######## design 1 ########
Design 1, clock wires, drivers and flops:
Scale: 12 px per um.
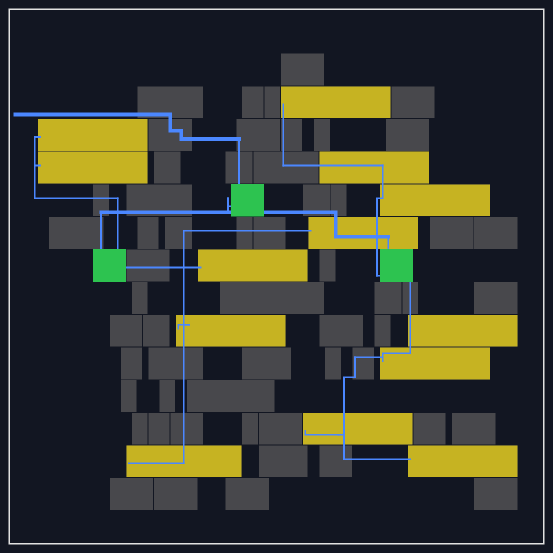

### config.mk
export PLATFORM = sky130hd
export DESIGN_NAME = demux_tdm_1xn
export DESIGN_NICKNAME = d
export VERILOG_FILES = /design/src/rtl/demux_tdm_1xn_pkg.sv /design/src/rtl/demux_1xn_dec.sv /design/src/rtl/demux_tdm_1xn.sv
export SDC_FILE = /design/constraint.sdc
export NUM_CORES = 1
export LEC_CHECK = 0
export CORE_MARGIN = 2
export CORE_UTILIZATION = 40
export CTS_CLUSTER_DIAMETER = 100
export CTS_CLUSTER_SIZE = 12
export DETAILED_ROUTE_END_ITERATION = 12
export GPL_TIMING_DRIVEN = 0
export SYNTH_ARGS = -nofsm -noshare
export SYNTH_HDL_FRONTEND = slang
export SYNTH_SLANG_ARGS = --single-unit
### constraint.sdc
create_clock -name clk -period 1.59 [get_ports clk]
set_input_delay 0.159 -clock clk [delete_from_list [all_inputs] [get_ports clk]]
set_output_delay 0.159 -clock clk [all_outputs]
set_load 0.02 [all_outputs]
### src/rtl/demux_tdm_1xn_pkg.sv
// Purpose  : shared types and constants for the TDM 1xN demultiplexer.
// Latency  : n/a (definitions only).
// Backpress: n/a (definitions only).
//
// State encodings and the legal channel-count range live here so that the top
// and any future siblings agree on them.
package demux_tdm_1xn_pkg;

    // Legal range of N_CH; checked at elaboration by the top.
    localparam int N_CH_MIN = 2;
    localparam int N_CH_MAX = 16;

    // ST_PAR is only reachable when PARITY_CHECK_EN is defined.
    typedef enum logic [1:0] {
        ST_IDLE = 2'd0,
        ST_RECV = 2'd1,
        ST_PAR  = 2'd2
    } state_t;

endpackage

### src/rtl/demux_1xn_dec.sv
// Purpose  : one-hot write-enable decoder, CW-bit slot index to N enables.
// Latency  : combinational.
// Backpress: none; o_en is all-zero whenever i_stb is low.
//
// Ports: i_idx slot index, i_stb write strobe, o_en one-hot enables.
module demux_1xn_dec #(
    parameter int N = 4,
    parameter int W = 2
) (
    input  logic [W-1:0] i_idx,
    input  logic         i_stb,
    output logic [N-1:0] o_en
);

    always_comb begin
        o_en = '0;
        for (int k = 0; k < N; k++) begin
            if (i_stb && (i_idx == W'(k))) begin
                o_en[k] = 1'b1;
            end
        end
    end

endmodule

### src/rtl/demux_tdm_1xn.sv
// Purpose  : bit-per-slot TDM receive demux; steers serial bits into N_CH slots.
// Latency  : ch_out/frame_done update one cycle after the last beat of a frame.
// Backpress: none; in_valid low stalls the frame indefinitely, all state held.
//
// Ports: clk/rst_n (async active-low); in_bit/in_valid/in_sof serial side;
//        ch_out (bit k = slot k of last good frame), frame_done and sync_err
//        one-cycle pulses, active_ch = slot the next valid beat lands in.
// Build option: PARITY_CHECK_EN adds an even-parity beat after slot N_CH-1
//        and a par_err pulse output.
module demux_tdm_1xn
    import demux_tdm_1xn_pkg::*;
#(
    parameter int N_CH = 4
) (
    input  logic                      clk,
    input  logic                      rst_n,
    input  logic                      in_bit,
    input  logic                      in_valid,
    input  logic                      in_sof,
    output logic [N_CH-1:0]           ch_out,
    output logic                      frame_done,
    output logic                      sync_err,
`ifdef PARITY_CHECK_EN
    output logic                      par_err,
`endif
    output logic [$clog2(N_CH)-1:0]   active_ch
);

    localparam int            CW   = $clog2(N_CH);
    localparam logic [CW-1:0] LAST = CW'(N_CH - 1);

    if (N_CH < N_CH_MIN || N_CH > N_CH_MAX) begin : g_bad_n_ch
        $error("demux_tdm_1xn: N_CH out of legal range");
    end

    state_t          r_state,     w_state_nxt;
    logic [CW-1:0]   r_active_ch, w_active_nxt;
    logic [N_CH-1:0] r_staging;
    logic [N_CH-1:0] r_ch_out;
    logic            r_frame_done, w_done_nxt;
    logic            r_sync_err,   w_sync_nxt;
    logic            w_wr_stb;
    logic [CW-1:0]   w_wr_idx;
    logic [N_CH-1:0] w_wr_en;
    logic [N_CH-1:0] w_staging_nxt;
    logic            w_load_out;
`ifdef PARITY_CHECK_EN
    logic            r_par_err,    w_par_nxt;
`endif

    demux_1xn_dec #(
        .N (N_CH),
        .W (CW)
    ) u_dec (
        .i_idx (w_wr_idx),
        .i_stb (w_wr_stb),
        .o_en  (w_wr_en)
    );

    // Staging with this cycle's bit merged in; on the last data beat this is
    // the complete frame, so ch_out can load it on the same edge.
    assign w_staging_nxt = (r_staging & ~w_wr_en) | ({N_CH{in_bit}} & w_wr_en);

    always_comb begin
        w_state_nxt  = r_state;
        w_active_nxt = r_active_ch;
        w_wr_stb     = 1'b0;
        w_wr_idx     = r_active_ch;
        w_load_out   = 1'b0;
        w_done_nxt   = 1'b0;
        w_sync_nxt   = 1'b0;
`ifdef PARITY_CHECK_EN
        w_par_nxt    = 1'b0;
`endif
        case (r_state)
            ST_IDLE: begin
                // Beats without sof are silently dropped while unsynchronised.
                if (in_valid && in_sof) begin
                    w_wr_stb     = 1'b1;
                    w_wr_idx     = '0;
                    w_active_nxt = CW'(1);
                    w_state_nxt  = ST_RECV;
                end
            end
            ST_RECV: begin
                if (in_valid && in_sof) begin
                    // Early sof: drop the partial frame, restart at slot 0.
                    w_sync_nxt   = 1'b1;
                    w_wr_stb     = 1'b1;
                    w_wr_idx     = '0;
                    w_active_nxt = CW'(1);
                end else if (in_valid) begin
                    w_wr_stb = 1'b1;
                    if (r_active_ch == LAST) begin
                        w_active_nxt = '0;
`ifdef PARITY_CHECK_EN
                        w_state_nxt  = ST_PAR;
`else
                        w_state_nxt  = ST_IDLE;
                        w_load_out   = 1'b1;
                        w_done_nxt   = 1'b1;
`endif
                    end else begin
                        w_active_nxt = r_active_ch + 1'b1;
                    end
                end
            end
`ifdef PARITY_CHECK_EN
            ST_PAR: begin
                if (in_valid && in_sof) begin
                    w_sync_nxt   = 1'b1;
                    w_wr_stb     = 1'b1;
                    w_wr_idx     = '0;
                    w_active_nxt = CW'(1);
                    w_state_nxt  = ST_RECV;
                end else if (in_valid) begin
                    w_state_nxt = ST_IDLE;
                    // Even parity: data ones plus parity bit must be even.
                    if ((^r_staging ^ in_bit) == 1'b0) begin
                        w_load_out = 1'b1;
                        w_done_nxt = 1'b1;
                    end else begin
                        w_par_nxt  = 1'b1;
                    end
                end
            end
`endif
            default: begin
                w_state_nxt  = ST_IDLE;
                w_active_nxt = '0;
            end
        endcase
    end

    always_ff @(posedge clk or negedge rst_n) begin
        if (!rst_n) begin
            r_state      <= ST_IDLE;
            r_active_ch  <= '0;
            r_staging    <= '0;
            r_ch_out     <= '0;
            r_frame_done <= 1'b0;
            r_sync_err   <= 1'b0;
`ifdef PARITY_CHECK_EN
            r_par_err    <= 1'b0;
`endif
        end else begin
            r_state      <= w_state_nxt;
            r_active_ch  <= w_active_nxt;
            r_staging    <= w_staging_nxt;
            r_frame_done <= w_done_nxt;
            r_sync_err   <= w_sync_nxt;
`ifdef PARITY_CHECK_EN
            r_par_err    <= w_par_nxt;
`endif
            if (w_load_out) begin
                r_ch_out <= w_staging_nxt;
            end
        end
    end

    assign ch_out     = r_ch_out;
    assign frame_done = r_frame_done;
    assign sync_err   = r_sync_err;
    assign active_ch  = r_active_ch;
`ifdef PARITY_CHECK_EN
    assign par_err    = r_par_err;
`endif

endmodule

######## design 2 ########
==> src/rtl/ram_pkg.sv <==
// Shared defaults and pointer helpers for the RAM read-side stream controller.
package ram_pkg;

    localparam int unsigned DEF_RAM_ADDR_WIDTH = 6;
    localparam int unsigned DEF_RD_WIDTH       = 16;
    localparam int unsigned DEF_RD_IND         = 2;
    localparam int unsigned DEF_RD_LAT         = 1;
    localparam int unsigned DEF_PTR_W          = DEF_RAM_ADDR_WIDTH + 1;

    // Modulo-2**w distance from b forward to a.
    function automatic logic [31:0] ptr_dist(input logic [31:0] a,
                                             input logic [31:0] b,
                                             input int unsigned w);
        logic [31:0] mask;
        mask = (32'd1 << w) - 32'd1;
        return (a - b) & mask;
    endfunction

endpackage

==> src/rtl/skid_buf2.sv <==
// Two-entry valid/ready buffer; the head register drives the stream outputs.
module skid_buf2 #(
    parameter int unsigned WIDTH = 16
) (
    input  logic             clk,
    input  logic             rst,
    input  logic             push_i,
    input  logic [WIDTH-1:0] push_data_i,
    input  logic             pop_i,
    output logic [WIDTH-1:0] data_o,
    output logic             valid_o,
    output logic [1:0]       cnt_o
);

    logic [WIDTH-1:0] head_q, head_d;
    logic [WIDTH-1:0] tail_q, tail_d;
    logic [1:0]       cnt_q, cnt_d;
    logic             valid_q, valid_d;
    logic             pop_c;

    always_comb begin
        head_d  = head_q;
        tail_d  = tail_q;
        cnt_d   = cnt_q;
        pop_c   = pop_i && valid_q;
        case ({push_i, pop_c})
            2'b10: begin
                if (cnt_q == 2'd0) begin
                    head_d = push_data_i;
                    cnt_d  = 2'd1;
                end else if (cnt_q == 2'd1) begin
                    tail_d = push_data_i;
                    cnt_d  = 2'd2;
                end
            end
            2'b01: begin
                // Head keeps its old value when draining to empty.
                if (cnt_q == 2'd2) begin
                    head_d = tail_q;
                end
                cnt_d = cnt_q - 2'd1;
            end
            2'b11: begin
                if (cnt_q == 2'd2) begin
                    head_d = tail_q;
                    tail_d = push_data_i;
                end else begin
                    head_d = push_data_i;
                end
            end
            default: begin
            end
        endcase
        valid_d = (cnt_d != 2'd0);
    end

    always_ff @(posedge clk or posedge rst) begin
        if (rst) begin
            head_q  <= '0;
            tail_q  <= '0;
            cnt_q   <= 2'd0;
            valid_q <= 1'b0;
        end else begin
            head_q  <= head_d;
            tail_q  <= tail_d;
            cnt_q   <= cnt_d;
            valid_q <= valid_d;
        end
    end

    assign data_o  = head_q;
    assign valid_o = valid_q;
    assign cnt_o   = cnt_q;

endmodule

==> src/rtl/ram_rd_stream.sv <==
// Read-side controller for the dual-port RAM: issues reads, tracks in-flight
// data and presents it as a valid/ready stream with a released read pointer.
module ram_rd_stream
    import ram_pkg::*;
#(
    parameter int unsigned RAM_ADDR_WIDTH = DEF_RAM_ADDR_WIDTH,
    parameter int unsigned RD_WIDTH       = DEF_RD_WIDTH,
    parameter int unsigned RD_IND         = DEF_RD_IND,
    parameter int unsigned RD_LAT         = DEF_RD_LAT
) (
    input  logic                      clk,
    input  logic                      rst,
    input  logic [RAM_ADDR_WIDTH:0]   wr_ptr,
    output logic [RAM_ADDR_WIDTH-1:0] rd_addr,
    input  logic [RD_WIDTH-1:0]       rd_data,
    output logic [RAM_ADDR_WIDTH:0]   rd_ptr,
    output logic [RD_WIDTH-1:0]       m_data,
    output logic                      m_valid,
    input  logic                      m_ready,
    output logic                      ovf
);

    localparam int unsigned PTR_W     = RAM_ADDR_WIDTH + 1;
    localparam int unsigned RAM_DEPTH = 2 ** RAM_ADDR_WIDTH;

    logic [PTR_W-1:0]  iss_ptr_q, iss_ptr_d;
    logic [PTR_W-1:0]  rd_ptr_q, rd_ptr_d;
    logic [RD_LAT-1:0] inflight_q, inflight_d;
    logic              ovf_q, ovf_d;

    logic [PTR_W-1:0]  avail_c;
    logic [PTR_W-1:0]  fill_c;
    logic [1:0]        inflight_cnt_c;
    logic [1:0]        buf_cnt;
    logic [2:0]        occ_c;
    logic              issue_c;
    logic              land_c;
    logic              pop_c;

    always_comb begin
        avail_c        = PTR_W'(ptr_dist(32'(wr_ptr), 32'(iss_ptr_q), PTR_W));
        fill_c         = PTR_W'(ptr_dist(32'(wr_ptr), 32'(rd_ptr_q), PTR_W));
        inflight_cnt_c = 2'($countones(inflight_q));
        pop_c          = m_valid && m_ready;
        land_c         = inflight_q[RD_LAT-1];
        // A word leaving this cycle frees its slot, keeping one word per clk.
        occ_c          = 3'(inflight_cnt_c) + 3'(buf_cnt) - 3'(pop_c);
        issue_c        = (avail_c >= PTR_W'(RD_IND)) && (occ_c < 3'd2);

        iss_ptr_d  = issue_c ? iss_ptr_q + PTR_W'(RD_IND) : iss_ptr_q;
        inflight_d = RD_LAT'({inflight_q, issue_c});
        rd_ptr_d   = land_c ? rd_ptr_q + PTR_W'(RD_IND) : rd_ptr_q;
        ovf_d      = ovf_q || (fill_c > PTR_W'(RAM_DEPTH));
    end

    always_ff @(posedge clk or posedge rst) begin
        if (rst) begin
            iss_ptr_q  <= '0;
            rd_ptr_q   <= '0;
            inflight_q <= '0;
            ovf_q      <= 1'b0;
        end else begin
            iss_ptr_q  <= iss_ptr_d;
            rd_ptr_q   <= rd_ptr_d;
            inflight_q <= inflight_d;
            ovf_q      <= ovf_d;
        end
    end

    skid_buf2 #(
        .WIDTH(RD_WIDTH)
    ) u_skid (
        .clk        (clk),
        .rst        (rst),
        .push_i     (land_c),
        .push_data_i(rd_data),
        .pop_i      (pop_c),
        .data_o     (m_data),
        .valid_o    (m_valid),
        .cnt_o      (buf_cnt)
    );

    // The RAM samples the next read address straight from the issue pointer.
    assign rd_addr = iss_ptr_q[RAM_ADDR_WIDTH-1:0];
    assign rd_ptr  = rd_ptr_q;
    assign ovf     = ovf_q;

endmodule

==> config.mk <==
export PLATFORM = sky130hd
export DESIGN_NAME = ram_rd_stream
export DESIGN_NICKNAME = d
export VERILOG_FILES = /design/src/rtl/ram_pkg.sv /design/src/rtl/skid_buf2.sv /design/src/rtl/ram_rd_stream.sv
export SDC_FILE = /design/constraint.sdc
export NUM_CORES = 1
export LEC_CHECK = 0
export CORE_MARGIN = 2
export CORE_UTILIZATION = 51
export DETAILED_ROUTE_END_ITERATION = 16
export PLACE_DENSITY = 0.85
export SLEW_MARGIN = 0
export SYNTH_ARGS = -nofsm -noshare
export SYNTH_HDL_FRONTEND = slang
export SYNTH_SLANG_ARGS = --single-unit
==> constraint.sdc <==
create_clock -name clk -period 3.5 [get_ports clk]
set_clock_uncertainty 0.1 [all_clocks]
set_input_delay 0.7 -clock clk [delete_from_list [all_inputs] [get_ports clk]]
set_output_delay 0.7 -clock clk [all_outputs]
set_load 0.005 [all_outputs]
######## design 3 ########
**src/rtl/sm4_tau_ctrl_if.sv**
```systemverilog
// sm4_tau_ctrl_if: word handshake, result handshake and masked S-box byte port
interface sm4_tau_ctrl_if;
  logic        in_valid;
  logic        in_ready;
  logic [31:0] in_x;
  logic [31:0] in_m;
  logic        out_valid;
  logic        out_ready;
  logic [31:0] out_y1;
  logic [31:0] out_y0;
  logic        err;
  logic        sb_start;
  logic [7:0]  sb_x;
  logic [7:0]  sb_m;
  logic        sb_finish;
  logic [7:0]  sb_y1;
  logic [7:0]  sb_y0;
  modport master (
    output in_valid, in_x, in_m, out_ready, sb_finish, sb_y1, sb_y0,
    input  in_ready, out_valid, out_y1, out_y0, err, sb_start, sb_x, sb_m
  );
  modport slave (
    input  in_valid, in_x, in_m, out_ready, sb_finish, sb_y1, sb_y0,
    output in_ready, out_valid, out_y1, out_y0, err, sb_start, sb_x, sb_m
  );
endinterface

```
**src/rtl/sm4_tau_ctrl.sv**
```systemverilog
// sm4_tau_ctrl: runs a masked 32-bit word through a byte S-box, one lane at a time MSB first
module sm4_tau_ctrl #(
  parameter int TIMEOUT = 31
) (
  input logic         clk,
  input logic         rst,
  sm4_tau_ctrl_if.slave bus
);
  typedef enum logic [1:0] {IDLE, ISSUE, WAIT, DONE} state_t;
  localparam logic [7:0] TO = 8'(TIMEOUT);
  state_t      st, nxt;
  logic [1:0]  lane;
  logic [7:0]  cnt;
  logic [31:0] x_q, m_q, y1_q, y0_q;
  logic        err_q;
  logic        accept, fin, expire;
  assign accept = st == IDLE && bus.in_valid;
  assign fin    = st == WAIT && bus.sb_finish;
  assign expire = st == WAIT && !bus.sb_finish && cnt + 8'd1 == TO;
  // state register
  always_ff @(posedge clk)
    if (rst) st <= IDLE;
    else     st <= nxt;
  // next-state: a finish on the last lane or a wait expiry ends the operation
  always_comb begin
    nxt = st;
    case (st)
      IDLE:    nxt = bus.in_valid ? ISSUE : IDLE;
      ISSUE:   nxt = WAIT;
      WAIT:    nxt = fin ? (lane == 2'd0 ? DONE : ISSUE) : expire ? DONE : WAIT;
      DONE:    nxt = bus.out_ready ? IDLE : DONE;
      default: nxt = IDLE;
    endcase
  end
  // outputs: handshakes decode the state, byte shares are gated to the lookup phase
  always_comb begin
    bus.in_ready  = st == IDLE;
    bus.out_valid = st == DONE;
    bus.sb_start  = st == ISSUE;
    bus.sb_x      = (st == ISSUE || st == WAIT) ? x_q[8*lane +: 8] : 8'h00;
    bus.sb_m      = (st == ISSUE || st == WAIT) ? m_q[8*lane +: 8] : 8'h00;
    bus.out_y1    = y1_q;
    bus.out_y0    = y0_q;
    bus.err       = err_q;
  end
  // datapath: latch shares, track lane and wait count, collect result bytes
  always_ff @(posedge clk)
    if (rst) begin
      lane  <= 2'd3;
      cnt   <= 8'd0;
      x_q   <= 32'd0;
      m_q   <= 32'd0;
      y1_q  <= 32'd0;
      y0_q  <= 32'd0;
      err_q <= 1'b0;
    end else begin
      if (accept) begin
        x_q   <= bus.in_x;
        m_q   <= bus.in_m;
        lane  <= 2'd3;
        y1_q  <= 32'd0;
        y0_q  <= 32'd0;
        err_q <= 1'b0;
      end
      if (st == ISSUE) cnt <= 8'd0;
      if (st == WAIT && !bus.sb_finish) cnt <= cnt + 8'd1;
      if (fin) begin
        y1_q[8*lane +: 8] <= bus.sb_y1;
        y0_q[8*lane +: 8] <= bus.sb_y0;
        if (lane != 2'd0) lane <= lane - 2'd1;
      end
      if (expire) err_q <= 1'b1;
    end
endmodule
```
**src/flat_wrapper.sv**
```systemverilog
// flat-port wrapper written by rule: the top's interface ports become plain ports
module sm4_tau_ctrl_flat 
#(
  parameter int TIMEOUT = 31
)
  (clk, rst, bus_in_valid, bus_in_x, bus_in_m, bus_out_ready, bus_sb_finish, bus_sb_y1, bus_sb_y0, bus_in_ready, bus_out_valid, bus_out_y1, bus_out_y0, bus_err, bus_sb_start, bus_sb_x, bus_sb_m);
  sm4_tau_ctrl_if bus_i ();
  input logic clk;
  input logic rst;
  input wire logic [$bits(bus_i.in_valid)-1:0] bus_in_valid;
  input wire logic [$bits(bus_i.in_x)-1:0] bus_in_x;
  input wire logic [$bits(bus_i.in_m)-1:0] bus_in_m;
  input wire logic [$bits(bus_i.out_ready)-1:0] bus_out_ready;
  input wire logic [$bits(bus_i.sb_finish)-1:0] bus_sb_finish;
  input wire logic [$bits(bus_i.sb_y1)-1:0] bus_sb_y1;
  input wire logic [$bits(bus_i.sb_y0)-1:0] bus_sb_y0;
  output wire logic [$bits(bus_i.in_ready)-1:0] bus_in_ready;
  output wire logic [$bits(bus_i.out_valid)-1:0] bus_out_valid;
  output wire logic [$bits(bus_i.out_y1)-1:0] bus_out_y1;
  output wire logic [$bits(bus_i.out_y0)-1:0] bus_out_y0;
  output wire logic [$bits(bus_i.err)-1:0] bus_err;
  output wire logic [$bits(bus_i.sb_start)-1:0] bus_sb_start;
  output wire logic [$bits(bus_i.sb_x)-1:0] bus_sb_x;
  output wire logic [$bits(bus_i.sb_m)-1:0] bus_sb_m;
  assign bus_i.in_valid = bus_in_valid;
  assign bus_i.in_x = bus_in_x;
  assign bus_i.in_m = bus_in_m;
  assign bus_i.out_ready = bus_out_ready;
  assign bus_i.sb_finish = bus_sb_finish;
  assign bus_i.sb_y1 = bus_sb_y1;
  assign bus_i.sb_y0 = bus_sb_y0;
  assign bus_in_ready = bus_i.in_ready;
  assign bus_out_valid = bus_i.out_valid;
  assign bus_out_y1 = bus_i.out_y1;
  assign bus_out_y0 = bus_i.out_y0;
  assign bus_err = bus_i.err;
  assign bus_sb_start = bus_i.sb_start;
  assign bus_sb_x = bus_i.sb_x;
  assign bus_sb_m = bus_i.sb_m;
  sm4_tau_ctrl #(.TIMEOUT(TIMEOUT)) u_core (.clk(clk), .rst(rst), .bus(bus_i));
endmodule
```
**config.mk**
```make
export PLATFORM = sky130hd
export DESIGN_NAME = sm4_tau_ctrl_flat
export DESIGN_NICKNAME = d
export VERILOG_FILES = /design/src/rtl/sm4_tau_ctrl_if.sv /design/src/rtl/sm4_tau_ctrl.sv /design/src/flat_wrapper.sv
export SDC_FILE = /design/constraint.sdc
export NUM_CORES = 1
export LEC_CHECK = 0
export ABC_AREA = 1
export CAP_MARGIN = 20
export CORE_MARGIN = 3
export CORE_UTILIZATION = 48
export DETAILED_ROUTE_END_ITERATION = 6
export PLACE_DENSITY = 0.91
export SLEW_MARGIN = 40
export SYNTH_ARGS = -nofsm -noshare
export SYNTH_HDL_FRONTEND = slang
export SYNTH_SLANG_ARGS = --single-unit
```
**constraint.sdc**
```tcl
create_clock -name clk -period 3 [get_ports clk]
set_input_delay 0.9 -clock clk [delete_from_list [all_inputs] [get_ports clk]]
set_output_delay 0.9 -clock clk [all_outputs]
set_load 0.01 [all_outputs]
```

==> layout pictures side by side <==
Supply network.
panel A
Scale: 8 px per um. Pins as bars on the die edge.
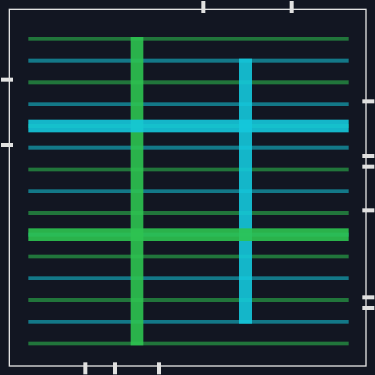
panel B
Scale: 3 px per um. Pins as bars on the die edge.
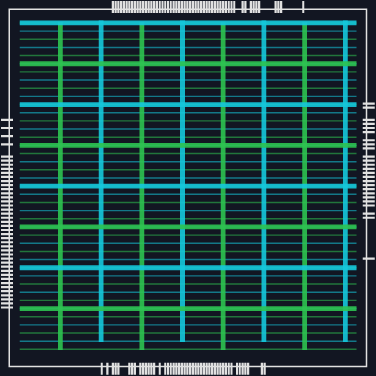
panel C
Scale: 4 px per um. Pins as bars on the die edge.
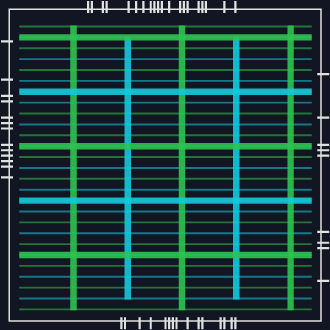
- design 3 = panel B
- design 2 = panel C
- design 1 = panel A
- smallest die: panel A
- largest die: panel B

Key to panel B:
net	colour
VDD	cyan
VSS	green
met5 straps	8
signal pins	169
rows	40
met1 rails	41

Design 3, routed metal, one colour a layer:
Scale: 3 px per um. Two of the layers only.
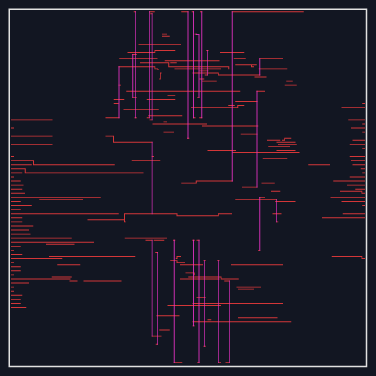
layer	colour	wire length
met4	magenta	686 um
met3	red	1,410 um
WL/cell: 15.63 um
vias: 6,337
drt total wl: 18,350 um
total global-route track usage: 25.37%

Design 3, clock wires, drivers and flops:
Scale: 4 px per um.
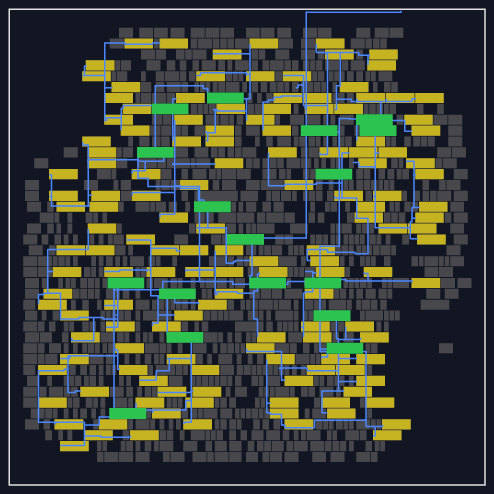
[flip-flops] yellow | count: 141
[clock wires] blue | length: 1,610 um
[cells driving clock nets] green | count: 17
flops lie	widely spread
P_clk: 1910 uW
clk latency late pin: 0.41 ns
Clock power frac: 42.4%
Fin Clk Skew: 0.008212 ns

==> flow_metrics.env, design 3 <==
# yosys + openroad results
export IMPL_status="completed"
export IMPL_min_to="u_core.bus.err$_SDFFE_PP0P_"
export IMPL_io_buffers=168
export IMPL_htree_levels=4
export IMPL_hold_depth=2
export IMPL_fin_total_pwr_uw=4504
export IMPL_hp_class="flop to flop"
export IMPL_die_y_um=118.6
export IMPL_r2r_cells=9
export IMPL_cts_tree="yes"
export IMPL_final_util_pct=68.91
export IMPL_cp_top_family="buffers and inverters"
export IMPL_drt_pre_antenna_iters=6
export IMPL_rows=40
export IMPL_reg2reg_from="u_core.lane[0]$_SDFF_PP1_"
export IMPL_crit_slowest_cell="dfxtp_1"
export IMPL_tapcell_inserted=168
export IMPL_design_area_sq_mm=0.008416
export IMPL_synthArstFlopShare_pct=0
export IMPL_die_w_um=118.6
export IMPL_ys_sh_adder_pct=2.469
export IMPL_rsz0062_at_grt="no"
export IMPL_setup_viol_count_final=0
export IMPL_grt_pass1_wl_um=28980
export IMPL_flop_area_sq_mm=0.002823
export IMPL_min_period_ns=2.823
Design 2, cell placement:
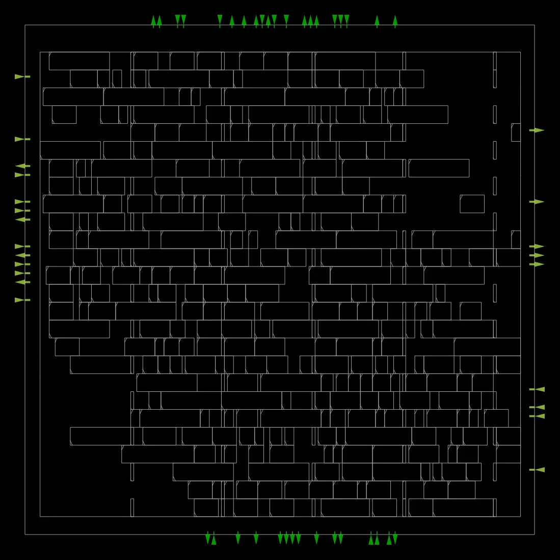
Util after Layout: 67.08%
# fillers: 379
Flops: 49
sequential share of cell area: 35.34%
tap cells: 70

==> flow_metrics.env, design 2 <==
# yosys + openroad results
export IMPL_drc=0
export IMPL_dr_first_iter_drc_count=58
export IMPL_met2_usage_pct=35.13
export IMPL_synthTopCellsByCount="49 x dfrtp_1, 22 x a21oi_1, 20 x ha_1, 20 x nor2_1, 18 x inv_1"
export IMPL_ys_types=44
export IMPL_crit_cells=10
export IMPL_antenna_found_initial=0
export IMPL_endpoint_kind="flop"
export IMPL_simple_gate_share_pct=10.70
export IMPL_syn_inst=254
export IMPL_reg2reg_from="iss_ptr_q[1]$_DFFE_PP0P_"
export IMPL_pg_clk_uw=411
export IMPL_hp_class="flop to flop"
export IMPL_start_kind="input pin"
export IMPL_design_area_sq_mm=0.003470
export IMPL_status="completed"
export IMPL_min_period_ns=3.029
export IMPL_numCtsBuffers=5
export IMPL_crit_slowest_cell="clkdlybuf4s50_1"
Design 1, cell placement:
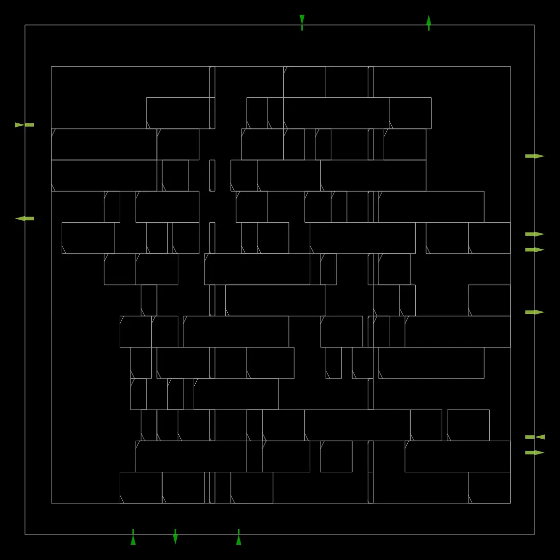
# rows: 14
tap cells: 16
Util after Layout: 54.02%
Flops: 13
sequential share of cell area: 39.67%

Notes on 'clock wires, drivers and flops' of design 1 above:
[clock wires] blue | length: 178 um
[flip-flops] yellow | count: 13
[cells driving clock nets] green | count: 3
routed clock nets	4
Clock power frac: 14.5%
clk latency late pin: 0.28 ns

==> flow_metrics.env, design 1 <==
# yosys + openroad results
export IMPL_setup_tns_ns=0
export IMPL_power_density_mw_per_mm2=1724
export IMPL_synthMuxAreaShare_pct=9.962
export IMPL_post_cts_buffers=0
export IMPL_final_cell_mix="12 x dfrtp_1, 11 x clkdlybuf4s50_1, 9 x nand2_1"
export IMPL_fmax_mhz=652.6
export IMPL_grt_busiest_layer="met1"
export IMPL_cts_clk_slew_worst_paths_ns=0.08
export IMPL_sh_comb_area_pct=36.63
export IMPL_warnings=26
export IMPL_ys_sh_adder_pct=1.916
export IMPL_n_fill_cell=144
export IMPL_die_w_um=44.41
export IMPL_syn2layout_area_growth_pct=26.05
export IMPL_whs_ns=0.2451
export IMPL_drive_above_1_share_pct=23.61
export IMPL_grt_overflow=0
export IMPL_p_sw_share_pct=36.54
export IMPL_synthTopCellsByCount="13 x dfrtp_1, 9 x nand2_1, 3 x mux2_4, 3 x o21ai_0"
export IMPL_endpoint_kind="primary output"
export IMPL_leakage_uw=0.0003894
export IMPL_simple_gate_share_pct=24.14
export IMPL_synth_main_ff_cell="dfrtp_1"
export IMPL_nets=79
export IMPL_synth_flops=13
export IMPL_rsz0062_at_grt="no"
export IMPL_crit_slowest_cell="clkdlybuf4s50_1"
export IMPL_p_comb_uw=656
export IMPL_grt_use_met3_pct=6.122
export IMPL_initCoreUtil_pct=42.86
export IMPL_reg2reg_from="active_ch[0]$_DFFE_PN0P_"
export IMPL_clk_share_pct=3.191
export IMPL_finClkSkew_ns=0.003635
export IMPL_grt_pass1_vias=414
export IMPL_met2_usage_pct=19.12
export IMPL_io_buffers=12
export IMPL_grt_util_all_layers_pct=13.70
export IMPL_critical_path_arrival_ns=1.37
export IMPL_numCtsBuffers=3
export IMPL_hold_buffers=0
export IMPL_ir_drop_uv=686.3
export IMPL_status="completed"
export IMPL_fin_total_pwr_uw=1419
export IMPL_ys_area_sq_um=653.1


==> screenshots <==
Cell classes on the final placement.
(a)
Scale: 4 px per um. Fill, decap, tap and diode cells in grey.
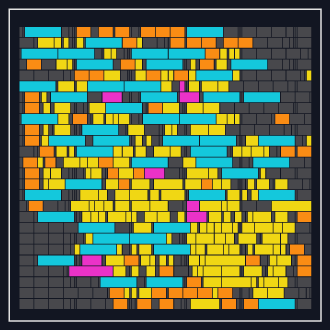
(b)
Scale: 2 px per um. Fill, decap, tap and diode cells in grey.
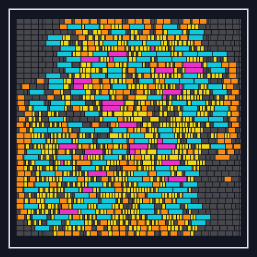
(c)
Scale: 6 px per um. Fill, decap, tap and diode cells in grey.
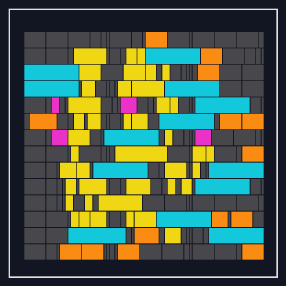
(c) comes from design 1.
(b) comes from design 3.
(a) comes from design 2.
Of these, most sequential cells: (b)
Of these, most cells: (b)

Key to (a):
class	colour	cells	share of their area
clock drivers and dummy loads	magenta	8	3.3%
flip-flops	cyan	49	36%
all other logic	yellow	192	43%
other buffers and delay cells	orange	59	17%

Power and IR drop assume default switching activity.
